######## design 1 ########
Figure 1. Placement by cell class (design 1).
Scale: 8 px per micron.
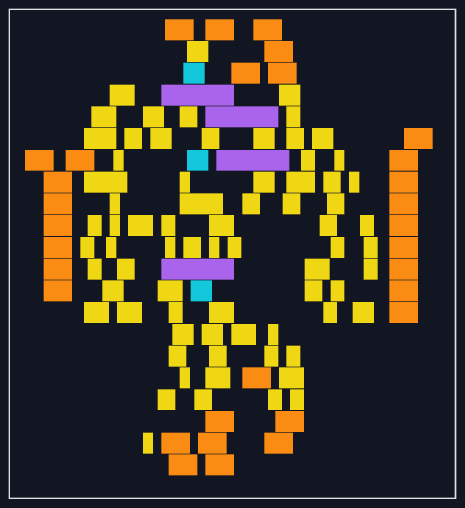

==> config.mk <==
export PLATFORM = sky130hd
export DESIGN_NAME = multicycle_ctrl
export DESIGN_NICKNAME = d
export VERILOG_FILES = /design/src/rtl/mips_defs.sv /design/src/rtl/ctrl_out_dec.sv /design/src/rtl/multicycle_ctrl.sv
export SDC_FILE = /design/constraint.sdc
export NUM_CORES = 1
export LEC_CHECK = 0
export CAP_MARGIN = 0
export CELL_PAD_IN_SITES_DETAIL_PLACEMENT = 1
export CELL_PAD_IN_SITES_GLOBAL_PLACEMENT = 2
export CORE_ASPECT_RATIO = 1.1
export CORE_UTILIZATION = 20
export CTS_CLUSTER_DIAMETER = 80
export CTS_CLUSTER_SIZE = 10
export DETAILED_ROUTE_END_ITERATION = 8
export GPL_ROUTABILITY_DRIVEN = 0
export PLACE_DENSITY = 0.92
export RECOVER_POWER = 25
export SYNTH_ARGS = -nofsm -noshare
export SYNTH_HDL_FRONTEND = slang
export SYNTH_SLANG_ARGS = --single-unit
==> constraint.sdc <==
create_clock -name clk -period 4 [get_ports clk]
set_input_delay 0.8 -clock clk [delete_from_list [all_inputs] [get_ports clk]]
set_output_delay 0.8 -clock clk [all_outputs]
set_load 0.005 [all_outputs]
==> src/rtl/mips_defs.sv <==
//------------------------------------------------------------------------------
// Module      : mips_defs
// Description : Shared MIPS32 multicycle-control definitions: opcodes, FSM
//               state encodings and datapath select encodings.
// Revision    : 1.0 - initial release
//------------------------------------------------------------------------------
`default_nettype none

package mips_defs;

    // Primary opcodes (instr[31:26])
    localparam logic [5:0] c_op_rtype = 6'b000000;
    localparam logic [5:0] c_op_lw    = 6'b100011;
    localparam logic [5:0] c_op_sw    = 6'b101011;
    localparam logic [5:0] c_op_beq   = 6'b000100;
    localparam logic [5:0] c_op_addi  = 6'b001000;
    localparam logic [5:0] c_op_j     = 6'b000010;
    localparam logic [5:0] c_op_jal   = 6'b000011;

    typedef enum logic [3:0] {
        S_FETCH  = 4'd0,
        S_DECODE = 4'd1,
        S_MEMADR = 4'd2,
        S_MEMRD  = 4'd3,
        S_MEMWB  = 4'd4,
        S_MEMWR  = 4'd5,
        S_EXEC   = 4'd6,
        S_ALUWB  = 4'd7,
        S_BRANCH = 4'd8,
        S_ADDIEX = 4'd9,
        S_ADDIWB = 4'd10,
        S_JUMP   = 4'd11,
        S_JAL    = 4'd12
    } state_t;

    localparam logic       c_iord_pc        = 1'b0;
    localparam logic       c_iord_aluout    = 1'b1;

    localparam logic [1:0] c_pc_src_alu     = 2'b00;
    localparam logic [1:0] c_pc_src_aluout  = 2'b01;
    localparam logic [1:0] c_pc_src_jump    = 2'b10;

    localparam logic [1:0] c_reg_dst_rt     = 2'b00;
    localparam logic [1:0] c_reg_dst_rd     = 2'b01;
    localparam logic [1:0] c_reg_dst_ra     = 2'b10;

    localparam logic [1:0] c_m2r_aluout     = 2'b00;
    localparam logic [1:0] c_m2r_mdr        = 2'b01;
    localparam logic [1:0] c_m2r_pc         = 2'b10;

    localparam logic       c_alu_a_pc       = 1'b0;
    localparam logic       c_alu_a_rega     = 1'b1;

    localparam logic [1:0] c_alu_b_regb     = 2'b00;
    localparam logic [1:0] c_alu_b_four     = 2'b01;
    localparam logic [1:0] c_alu_b_sext     = 2'b10;
    localparam logic [1:0] c_alu_b_sext_sh2 = 2'b11;

    localparam logic [1:0] c_alu_op_add     = 2'b00;
    localparam logic [1:0] c_alu_op_sub     = 2'b01;
    localparam logic [1:0] c_alu_op_funct   = 2'b10;

    function automatic logic is_legal_op(input logic [5:0] op);
        return (op == c_op_rtype) || (op == c_op_lw)   || (op == c_op_sw) ||
               (op == c_op_beq)   || (op == c_op_addi) || (op == c_op_j)  ||
               (op == c_op_jal);
    endfunction

endpackage

`default_nettype wire

==> src/rtl/ctrl_out_dec.sv <==
//------------------------------------------------------------------------------
// Module      : ctrl_out_dec
// Description : Combinational state-to-control decoder for the multicycle FSM.
// Revision    : 1.0 - initial release
//------------------------------------------------------------------------------
`default_nettype none

module ctrl_out_dec
    import mips_defs::*;
(
    input  logic [3:0] state,
    input  logic [5:0] opcode,
    input  logic       zero,
    input  logic       mem_rdy,
    output logic       mem_req,
    output logic       mem_we,
    output logic       iord,
    output logic       ir_we,
    output logic       pc_we,
    output logic       reg_we,
    output logic [1:0] pc_src,
    output logic [1:0] reg_dst,
    output logic [1:0] mem_to_reg,
    output logic       alu_src_a,
    output logic [1:0] alu_src_b,
    output logic [1:0] alu_op,
    output logic       illegal_op
);

    always_comb begin
        mem_req    = 1'b0;
        mem_we     = 1'b0;
        iord       = c_iord_pc;
        ir_we      = 1'b0;
        pc_we      = 1'b0;
        reg_we     = 1'b0;
        pc_src     = c_pc_src_alu;
        reg_dst    = c_reg_dst_rt;
        mem_to_reg = c_m2r_aluout;
        alu_src_a  = c_alu_a_pc;
        alu_src_b  = c_alu_b_regb;
        alu_op     = c_alu_op_add;
        illegal_op = 1'b0;

        case (state)
            S_FETCH: begin
                // IR and PC capture only in the cycle the memory completes
                mem_req   = 1'b1;
                iord      = c_iord_pc;
                alu_src_a = c_alu_a_pc;
                alu_src_b = c_alu_b_four;
                alu_op    = c_alu_op_add;
                pc_src    = c_pc_src_alu;
                ir_we     = mem_rdy;
                pc_we     = mem_rdy;
            end
            S_DECODE: begin
                alu_src_a  = c_alu_a_pc;
                alu_src_b  = c_alu_b_sext_sh2;
                alu_op     = c_alu_op_add;
                illegal_op = ~is_legal_op(opcode);
            end
            S_MEMADR, S_ADDIEX: begin
                alu_src_a = c_alu_a_rega;
                alu_src_b = c_alu_b_sext;
                alu_op    = c_alu_op_add;
            end
            S_MEMRD: begin
                mem_req = 1'b1;
                iord    = c_iord_aluout;
            end
            S_MEMWB: begin
                reg_dst    = c_reg_dst_rt;
                mem_to_reg = c_m2r_mdr;
                reg_we     = 1'b1;
            end
            S_MEMWR: begin
                mem_req = 1'b1;
                mem_we  = 1'b1;
                iord    = c_iord_aluout;
            end
            S_EXEC: begin
                alu_src_a = c_alu_a_rega;
                alu_src_b = c_alu_b_regb;
                alu_op    = c_alu_op_funct;
            end
            S_ALUWB: begin
                reg_dst    = c_reg_dst_rd;
                mem_to_reg = c_m2r_aluout;
                reg_we     = 1'b1;
            end
            S_ADDIWB: begin
                reg_dst    = c_reg_dst_rt;
                mem_to_reg = c_m2r_aluout;
                reg_we     = 1'b1;
            end
            S_BRANCH: begin
                alu_src_a = c_alu_a_rega;
                alu_src_b = c_alu_b_regb;
                alu_op    = c_alu_op_sub;
                pc_src    = c_pc_src_aluout;
                pc_we     = zero;
            end
            S_JUMP: begin
                pc_src = c_pc_src_jump;
                pc_we  = 1'b1;
            end
            S_JAL: begin
                pc_src     = c_pc_src_jump;
                pc_we      = 1'b1;
                reg_dst    = c_reg_dst_ra;
                mem_to_reg = c_m2r_pc;
                reg_we     = 1'b1;
            end
            default: begin
            end
        endcase
    end

endmodule

`default_nettype wire

==> src/rtl/multicycle_ctrl.sv <==
//------------------------------------------------------------------------------
// Module      : multicycle_ctrl
// Description : MIPS32 multicycle Moore control unit (state register,
//               next-state logic and reset gating of the enables).
// Revision    : 1.0 - initial release
//------------------------------------------------------------------------------
`default_nettype none

module multicycle_ctrl
    import mips_defs::*;
(
    input  logic       clk,
    input  logic       rst,
    input  logic [5:0] opcode,
    input  logic [5:0] funct,
    input  logic       zero,
    input  logic       mem_rdy,
    output logic       mem_req,
    output logic       mem_we,
    output logic       iord,
    output logic       ir_we,
    output logic       pc_we,
    output logic       reg_we,
    output logic [1:0] pc_src,
    output logic [1:0] reg_dst,
    output logic [1:0] mem_to_reg,
    output logic       alu_src_a,
    output logic [1:0] alu_src_b,
    output logic [1:0] alu_op,
    output logic       illegal_op,
    output logic [3:0] state
);

    state_t r_state;

    logic   w_mem_req;
    logic   w_mem_we;
    logic   w_ir_we;
    logic   w_pc_we;
    logic   w_reg_we;
    logic   w_illegal_op;

    // funct reaches the ALU control directly; it is not decoded here
    logic   w_unused_funct;
    assign  w_unused_funct = ^funct;

    always_ff @(posedge clk or posedge rst) begin
        if (rst) begin
            r_state <= S_FETCH;
        end else begin
            case (r_state)
                S_FETCH:  r_state <= mem_rdy ? S_DECODE : S_FETCH;
                S_DECODE: begin
                    case (opcode)
                        c_op_rtype:      r_state <= S_EXEC;
                        c_op_lw, c_op_sw: r_state <= S_MEMADR;
                        c_op_beq:        r_state <= S_BRANCH;
                        c_op_addi:       r_state <= S_ADDIEX;
                        c_op_j:          r_state <= S_JUMP;
                        c_op_jal:        r_state <= S_JAL;
                        default:         r_state <= S_FETCH;
                    endcase
                end
                S_MEMADR: r_state <= (opcode == c_op_lw) ? S_MEMRD : S_MEMWR;
                S_MEMRD:  r_state <= mem_rdy ? S_MEMWB : S_MEMRD;
                S_MEMWB:  r_state <= S_FETCH;
                S_MEMWR:  r_state <= mem_rdy ? S_FETCH : S_MEMWR;
                S_EXEC:   r_state <= S_ALUWB;
                S_ALUWB:  r_state <= S_FETCH;
                S_ADDIEX: r_state <= S_ADDIWB;
                S_ADDIWB: r_state <= S_FETCH;
                S_BRANCH: r_state <= S_FETCH;
                S_JUMP:   r_state <= S_FETCH;
                S_JAL:    r_state <= S_FETCH;
                default:  r_state <= S_FETCH;
            endcase
        end
    end

    ctrl_out_dec u_ctrl_out_dec (
        .state      (r_state),
        .opcode     (opcode),
        .zero       (zero),
        .mem_rdy    (mem_rdy),
        .mem_req    (w_mem_req),
        .mem_we     (w_mem_we),
        .iord       (iord),
        .ir_we      (w_ir_we),
        .pc_we      (w_pc_we),
        .reg_we     (w_reg_we),
        .pc_src     (pc_src),
        .reg_dst    (reg_dst),
        .mem_to_reg (mem_to_reg),
        .alu_src_a  (alu_src_a),
        .alu_src_b  (alu_src_b),
        .alu_op     (alu_op),
        .illegal_op (w_illegal_op)
    );

    // Reset holds FETCH, whose request must not leak out while rst is high
    assign mem_req    = w_mem_req    & ~rst;
    assign mem_we     = w_mem_we     & ~rst;
    assign ir_we      = w_ir_we      & ~rst;
    assign pc_we      = w_pc_we      & ~rst;
    assign reg_we     = w_reg_we     & ~rst;
    assign illegal_op = w_illegal_op & ~rst;
    assign state      = r_state;

endmodule

`default_nettype wire

######## design 2 ########
**src/rtl/mldsa_pkg.sv**
```systemverilog
// Shared ML-DSA constants for the z/y packing path: coefficient geometry,
// gamma1 selection and the packer FSM state codes.
package mldsa_pkg;

   localparam int N              = 256;
   localparam int GAMMA1         = 19;
   localparam int COEFF_BIT_LEN  = GAMMA1 + 1;
   localparam int COEFF_WIDTH    = 24;
   localparam int COEFF_PER_WORD = 4;
   localparam int WORD_WIDTH     = 64;
   localparam int BETA           = 120;

   // One source word contributes PACK_BITS; the buffer must hold a partial word plus that.
   localparam int PACK_BITS = COEFF_PER_WORD * COEFF_BIT_LEN;
   localparam int BUF_BITS  = WORD_WIDTH + PACK_BITS;

   localparam logic [2:0] S_IDLE = 3'd0;
   localparam logic [2:0] S_READ = 3'd1;
   localparam logic [2:0] S_WAIT = 3'd2;
   localparam logic [2:0] S_PACK = 3'd3;
   localparam logic [2:0] S_EMIT = 3'd4;
   localparam logic [2:0] S_DONE = 3'd5;

endpackage

```
**src/rtl/coeff_encode.sv**
```systemverilog
// Encodes one signed coefficient as gamma1 - coeff in COEFF_BIT_LEN bits.
// With Z_NORM_CHECK_EN defined it also flags |coeff| >= gamma1 - BETA.
module coeff_encode
   import mldsa_pkg::*;
(
   input  logic [COEFF_WIDTH-1:0]   coeff,
   output logic [COEFF_BIT_LEN-1:0] enc
`ifdef Z_NORM_CHECK_EN
   ,
   output logic                     viol
`endif
);

   // Only the low COEFF_BIT_LEN bits of the difference survive, so the
   // subtraction is done at that width; upper coefficient bits drop out.
   assign enc = COEFF_BIT_LEN'(1 << GAMMA1) - coeff[COEFF_BIT_LEN-1:0];

`ifdef Z_NORM_CHECK_EN
   logic [COEFF_WIDTH-1:0] mag;

   assign mag  = coeff[COEFF_WIDTH-1] ? (~coeff + 1'b1) : coeff;
   assign viol = (mag >= COEFF_WIDTH'((1 << GAMMA1) - BETA));
`else
   logic unused_hi;

   assign unused_hi = ^coeff[COEFF_WIDTH-1:COEFF_BIT_LEN];
`endif

endmodule

```
**src/rtl/z_bitpack.sv**
```systemverilog
// BitPack of an L-polynomial y/z vector from NTT RAM into 64-bit raw-data words.
// Optional norm check enabled by defining Z_NORM_CHECK_EN.
module z_bitpack
   import mldsa_pkg::*;
#(
   parameter int L               = 7,
   parameter int NTT_ADDR_WIDTH  = 12,
   parameter int DATA_ADDR_WIDTH = 12,
   parameter int SRC_BASE        = 0,
   parameter int DST_BASE        = 0
) (
   input  logic                                  clk,
   input  logic                                  rst_n,
   input  logic                                  start,
   output logic                                  busy,
   output logic                                  done,
   output logic [NTT_ADDR_WIDTH-1:0]             addr_src,
   input  logic [COEFF_WIDTH*COEFF_PER_WORD-1:0] dout_src,
   output logic                                  we_dst,
   output logic [DATA_ADDR_WIDTH-1:0]            addr_dst,
   output logic [WORD_WIDTH-1:0]                 din_dst,
   output logic                                  reject,
   output logic [2:0]                            dbg_state
);

   localparam int SRC_WORDS = L * N / COEFF_PER_WORD;
   localparam int CNT_W     = $clog2(SRC_WORDS + 1);
   localparam int FILL_W    = $clog2(BUF_BITS + 1);

   logic [2:0]                 state;
   logic [CNT_W-1:0]           src_cnt;
   logic [DATA_ADDR_WIDTH-1:0] dst_cnt;
   logic [FILL_W-1:0]          fill;
   logic [BUF_BITS-1:0]        bit_buf;
   logic [DATA_ADDR_WIDTH-1:0] addr_hold;
   logic [WORD_WIDTH-1:0]      din_hold;
   logic [PACK_BITS-1:0]       packed_word;
   logic [DATA_ADDR_WIDTH-1:0] wr_addr;
   logic                       emit_wr;

`ifdef Z_NORM_CHECK_EN
   logic [COEFF_PER_WORD-1:0]  viol;
`endif

   for (genvar j = 0; j < COEFF_PER_WORD; j++) begin : g_enc
      coeff_encode u_enc (
         .coeff (dout_src[j*COEFF_WIDTH +: COEFF_WIDTH]),
         .enc   (packed_word[j*COEFF_BIT_LEN +: COEFF_BIT_LEN])
`ifdef Z_NORM_CHECK_EN
         ,
         .viol  (viol[j])
`endif
      );
   end

   assign emit_wr   = (state == S_EMIT) && (fill >= FILL_W'(WORD_WIDTH));
   assign wr_addr   = DATA_ADDR_WIDTH'(DST_BASE) + dst_cnt;
   assign we_dst    = emit_wr;
   assign addr_dst  = emit_wr ? wr_addr : addr_hold;
   assign din_dst   = emit_wr ? bit_buf[WORD_WIDTH-1:0] : din_hold;
   assign busy      = (state != S_IDLE) && (state != S_DONE);
   assign done      = (state == S_DONE);
   assign dbg_state = state;

   always_ff @(posedge clk or negedge rst_n) begin
      if (!rst_n) begin
         state     <= S_IDLE;
         src_cnt   <= '0;
         dst_cnt   <= '0;
         fill      <= '0;
         bit_buf   <= '0;
         addr_src  <= '0;
         addr_hold <= '0;
         din_hold  <= '0;
      end else begin
         case (state)
            S_IDLE: begin
               if (start) begin
                  src_cnt <= '0;
                  dst_cnt <= '0;
                  fill    <= '0;
                  bit_buf <= '0;
                  state   <= S_READ;
               end
            end
            S_READ: begin
               addr_src <= NTT_ADDR_WIDTH'(SRC_BASE) + NTT_ADDR_WIDTH'(src_cnt);
               state    <= S_WAIT;
            end
            S_WAIT: state <= S_PACK;
            S_PACK: begin
               bit_buf <= bit_buf | (BUF_BITS'(packed_word) << fill);
               fill    <= fill + FILL_W'(PACK_BITS);
               src_cnt <= src_cnt + 1'b1;
               state   <= S_EMIT;
            end
            S_EMIT: begin
               if (emit_wr) begin
                  bit_buf   <= bit_buf >> WORD_WIDTH;
                  fill      <= fill - FILL_W'(WORD_WIDTH);
                  dst_cnt   <= dst_cnt + 1'b1;
                  addr_hold <= wr_addr;
                  din_hold  <= bit_buf[WORD_WIDTH-1:0];
               end
               // Leave on the last write so done follows it directly.
               if (fill < FILL_W'(2 * WORD_WIDTH))
                  state <= (src_cnt < CNT_W'(SRC_WORDS)) ? S_READ : S_DONE;
            end
            S_DONE:  state <= S_IDLE;
            default: state <= S_IDLE;
         endcase
      end
   end

`ifdef Z_NORM_CHECK_EN
   always_ff @(posedge clk or negedge rst_n) begin
      if (!rst_n)
         reject <= 1'b0;
      else if (state == S_IDLE && start)
         reject <= 1'b0;
      else if (state == S_PACK && (|viol))
         reject <= 1'b1;
   end
`else
   assign reject = 1'b0;
`endif

endmodule

```
**config.mk**
```make
export PLATFORM = sky130hd
export DESIGN_NAME = z_bitpack
export DESIGN_NICKNAME = d
export VERILOG_FILES = /design/src/rtl/mldsa_pkg.sv /design/src/rtl/coeff_encode.sv /design/src/rtl/z_bitpack.sv
export SDC_FILE = /design/constraint.sdc
export NUM_CORES = 1
export LEC_CHECK = 0
export ABC_AREA = 0
export CAP_MARGIN = 30
export CELL_PAD_IN_SITES_DETAIL_PLACEMENT = 1
export CELL_PAD_IN_SITES_GLOBAL_PLACEMENT = 2
export CORE_MARGIN = 2
export CORE_UTILIZATION = 36
export CTS_CLUSTER_DIAMETER = 100
export DETAILED_ROUTE_END_ITERATION = 10
export PLACE_DENSITY_LB_ADDON = 0.05
export SLEW_MARGIN = 20
export SYNTH_ARGS = -nofsm -noshare
export SYNTH_HDL_FRONTEND = slang
export SYNTH_SLANG_ARGS = --single-unit
```
**constraint.sdc**
```tcl
create_clock -name clk -period 3.15 [get_ports clk]
set_input_delay 0.315 -clock clk [delete_from_list [all_inputs] [get_ports clk]]
set_output_delay 0.315 -clock clk [all_outputs]
set_load 0.03 [all_outputs]
```

==> layout pictures side by side <==
Placed standard cells.
shot_01.png
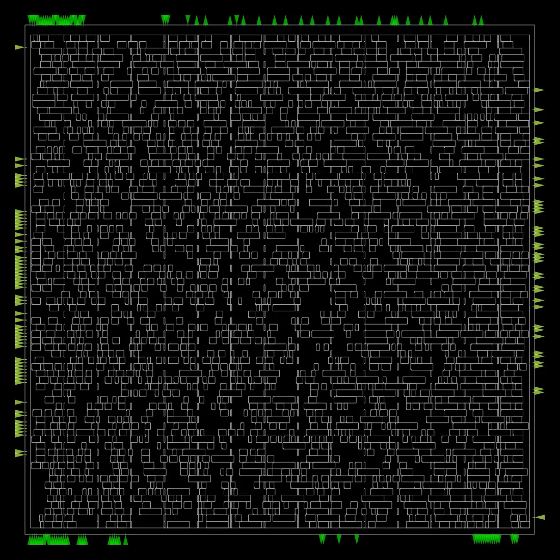
shot_02.png
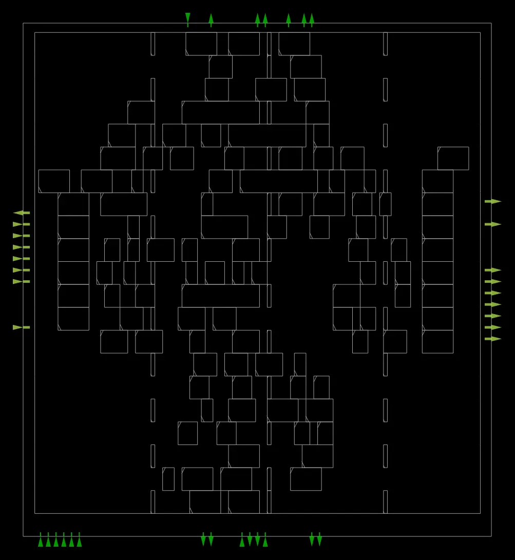
- most sequential cells: shot_01.png
- highest utilization: shot_01.png
- design 2 = shot_01.png
- design 1 = shot_02.png

Figure 2. Sequential cells grouped by signal name (design 2).
Scale: 2 px per micron. Other sequential cells in the stronger grey, the rest of the logic in the fainter grey.
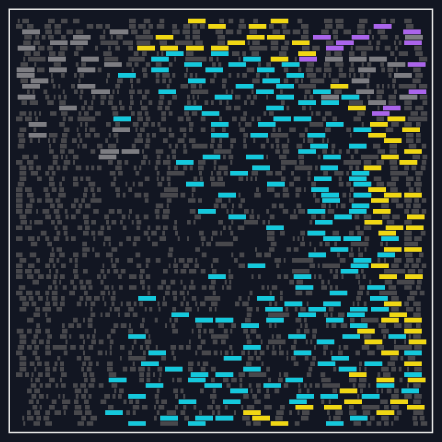
purple -> addr_hold  # flops 12, where upper right
cyan -> bit_buf  # flops 144
yellow -> din_hold  # flops 64
power attributed to sequential cells: 5340 uW
fraction of area in registers: 31.9%
core occupancy in the finished layout: 47.8%
Register Area: 6430 sq um

==> COMMIT_EDITMSG, design 2 <==
Add synthesis and place-and-route results

- Result of the run: finished, final reports clean
* Drt via density: 6.06
- Per the final report, max-transition violations number 0.
- Registers with the highest flip-flop counts: bit_buf x144, din_hold x64
- After Yosys synthesis, full adders, half adders and majority gates account for 0.650% of the synthesized area.
* Yosys top cell area share: 41.8%
- The finished cells cover 20100 sq um.
* Net switching component of the power: 8020 uW
- Met1 Wirelength: 32200 microns
- Area after detailed placement: 18900 sq um
- Die Wd: 211 microns
- Pin count of the biggest net entering global routing: 81
* Power consumption: 18300 uW
- Proportion of power drawn by flip-flops and latches: 29.2%
- The via count of the first global-routing pass came to 15030.
- Total count of hold-check failures in the final report: 0
- Seq cells: 257
- Wire per inst: 27.7 microns
- Number of I/O pins: 194
-- design 2: routing by layer --
| layer | GRT usage [%] | vias to the layer above |
|---|---|---|
| met4 | 9.57 | 0 |
| met1 | 43.9 | 7677 |
| met5 | 0 | - |
| met2 | 45.4 | 510 |
| met3 | 5.20 | 100 |
| li1 | - | 6659 |
-- design 2: critical path: cells and delay by family (launching register included) --
| kind | cells | cell delay (ps) |
|---|---|---|
| flops | 1 | 340 |
| simple gates | 1 | 400 |
| buf+inv | 4 | 820 |
| fa+ha+maj | 1 | 250 |
| mux | 1 | 350 |
Figure 3. Wire density map (design 1).
Scale: 6 px per micron. 11 x 12 tiles, from white (low) to dark blue (high), scaled to the fullest tile. Values are wire area over tile area, all layers added.
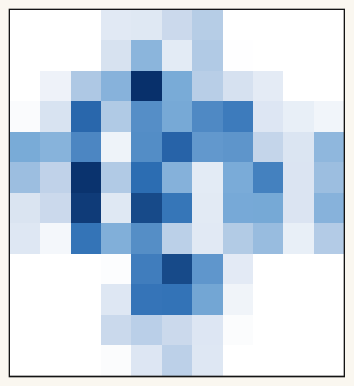
mean over tiles = 0.090
densest ninth of the die = centre
tiles over half the peak = 21%
emptiest ninth of the die = lower right
Routed WL: 1990 microns
wire per inst: 13.7 microns
GR Util All Layers: 11.9%
Vias: 756

## Picture notes: Figure 1
yellow -> combinational and other logic  # cells 73, share of their area 52%
purple -> sequential cells  # cells 4, share of their area 11%
cyan -> clock drivers  # cells 3, share of their area 2.5%
orange -> remaining buffers and delay cells  # cells 31, share of their area 34%
Site Rows: 21
core box area: 3020 sq um
post-layout instance area: 950 sq um
core occupancy in the finished layout: 31.4%

==> COMMIT_EDITMSG, design 1 <==
Add synthesis and place-and-route results

* FF-to-FF setup slack: 2390 ps
- Top cell type by total area after synthesis: dfrtp_1
- Logic power comb: 133 uW
- Clock tree synthesis inserted a total of 3 buffers.
* Final setup viols: 0
- The first global-routing pass estimated 3260 microns of wire.
- CTS saw 4 sinks.
- Hold/Removal Path Class: reg -> reg
- The run finished with clean final reports.
* Cell total in the yosys stat output: 87
- The synthesized instance count is 87.
* Yosys top cell area share: 15.8%
* Critical hold path startpoint: state[3]
* Clock slew at reported path FFs: 40 ps
- The flow reports power dissipated in sequential cells as 78.2 uW.
- Fraction of area in registers: 10.5%
* Comb_multi_in: 72
- Of the total power, the clock network draws 19.8%.
* Post-placement cell count: 142
* CP Cell Sequence: dlygate4sd3_1 > nor4_1 > a32o_2 > a2111oi_2 > clkdlybuf4s50_1
- In this run, the synthesized area fraction spent on xor and xnor cells is recorded as 5.54%.
* Final Cycle Share: 90.8%
* Unrepaired setup endpoints after global routing: false
- Slew @ Worst Pin: 783 ps
- Per the synth stats, the proportion of register bits with asynchronous set or reset is 100%.
- Gate family responsible for the most delay along the worst path: buffers and inverters
## design 1: layer usage
metal	vias to the layer above	track usage, %	share of wire [%]
li1	372	-	-
met1	357	15.1	45
met2	25	21.2	51
met3	2	0.853	3.5
met4	0	5.36	0.60
met5	-	0	0
## design 1: metrics by stage
step / area [sq um] / utilization [%] / worst slack, ps
2_1_floorplan: 632 / - / 1560
3_3_place_gp: 933 / 30.9 / 498
3_5_place_dp: 933 / 30.9 / 499
4_1_cts: 956 / 31.6 / 483
5_1_grt: 950 / 31.4 / 296
6_report: 950 / 31.4 / 370


==> gallery <==
Sizing map.
picture 1
Scale: 2 px per micron.
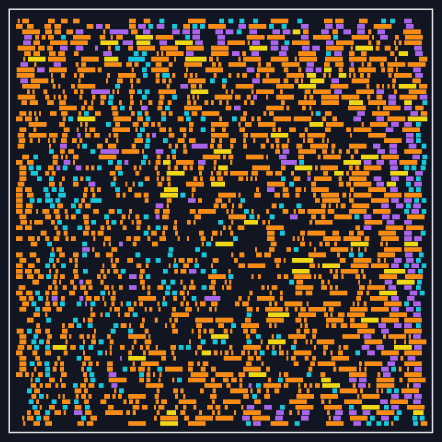
picture 2
Scale: 6 px per micron.
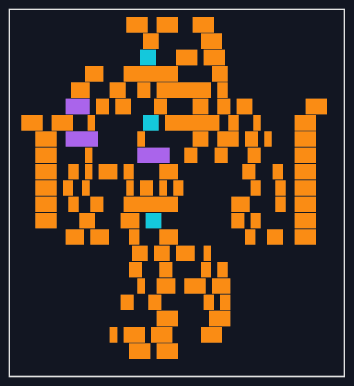
The one with the largest die is picture 1.
The one with the most cells is picture 1.
Design 1 is picture 2.
Design 2 is picture 1.

Power is estimated from default activity; no workload was simulated.
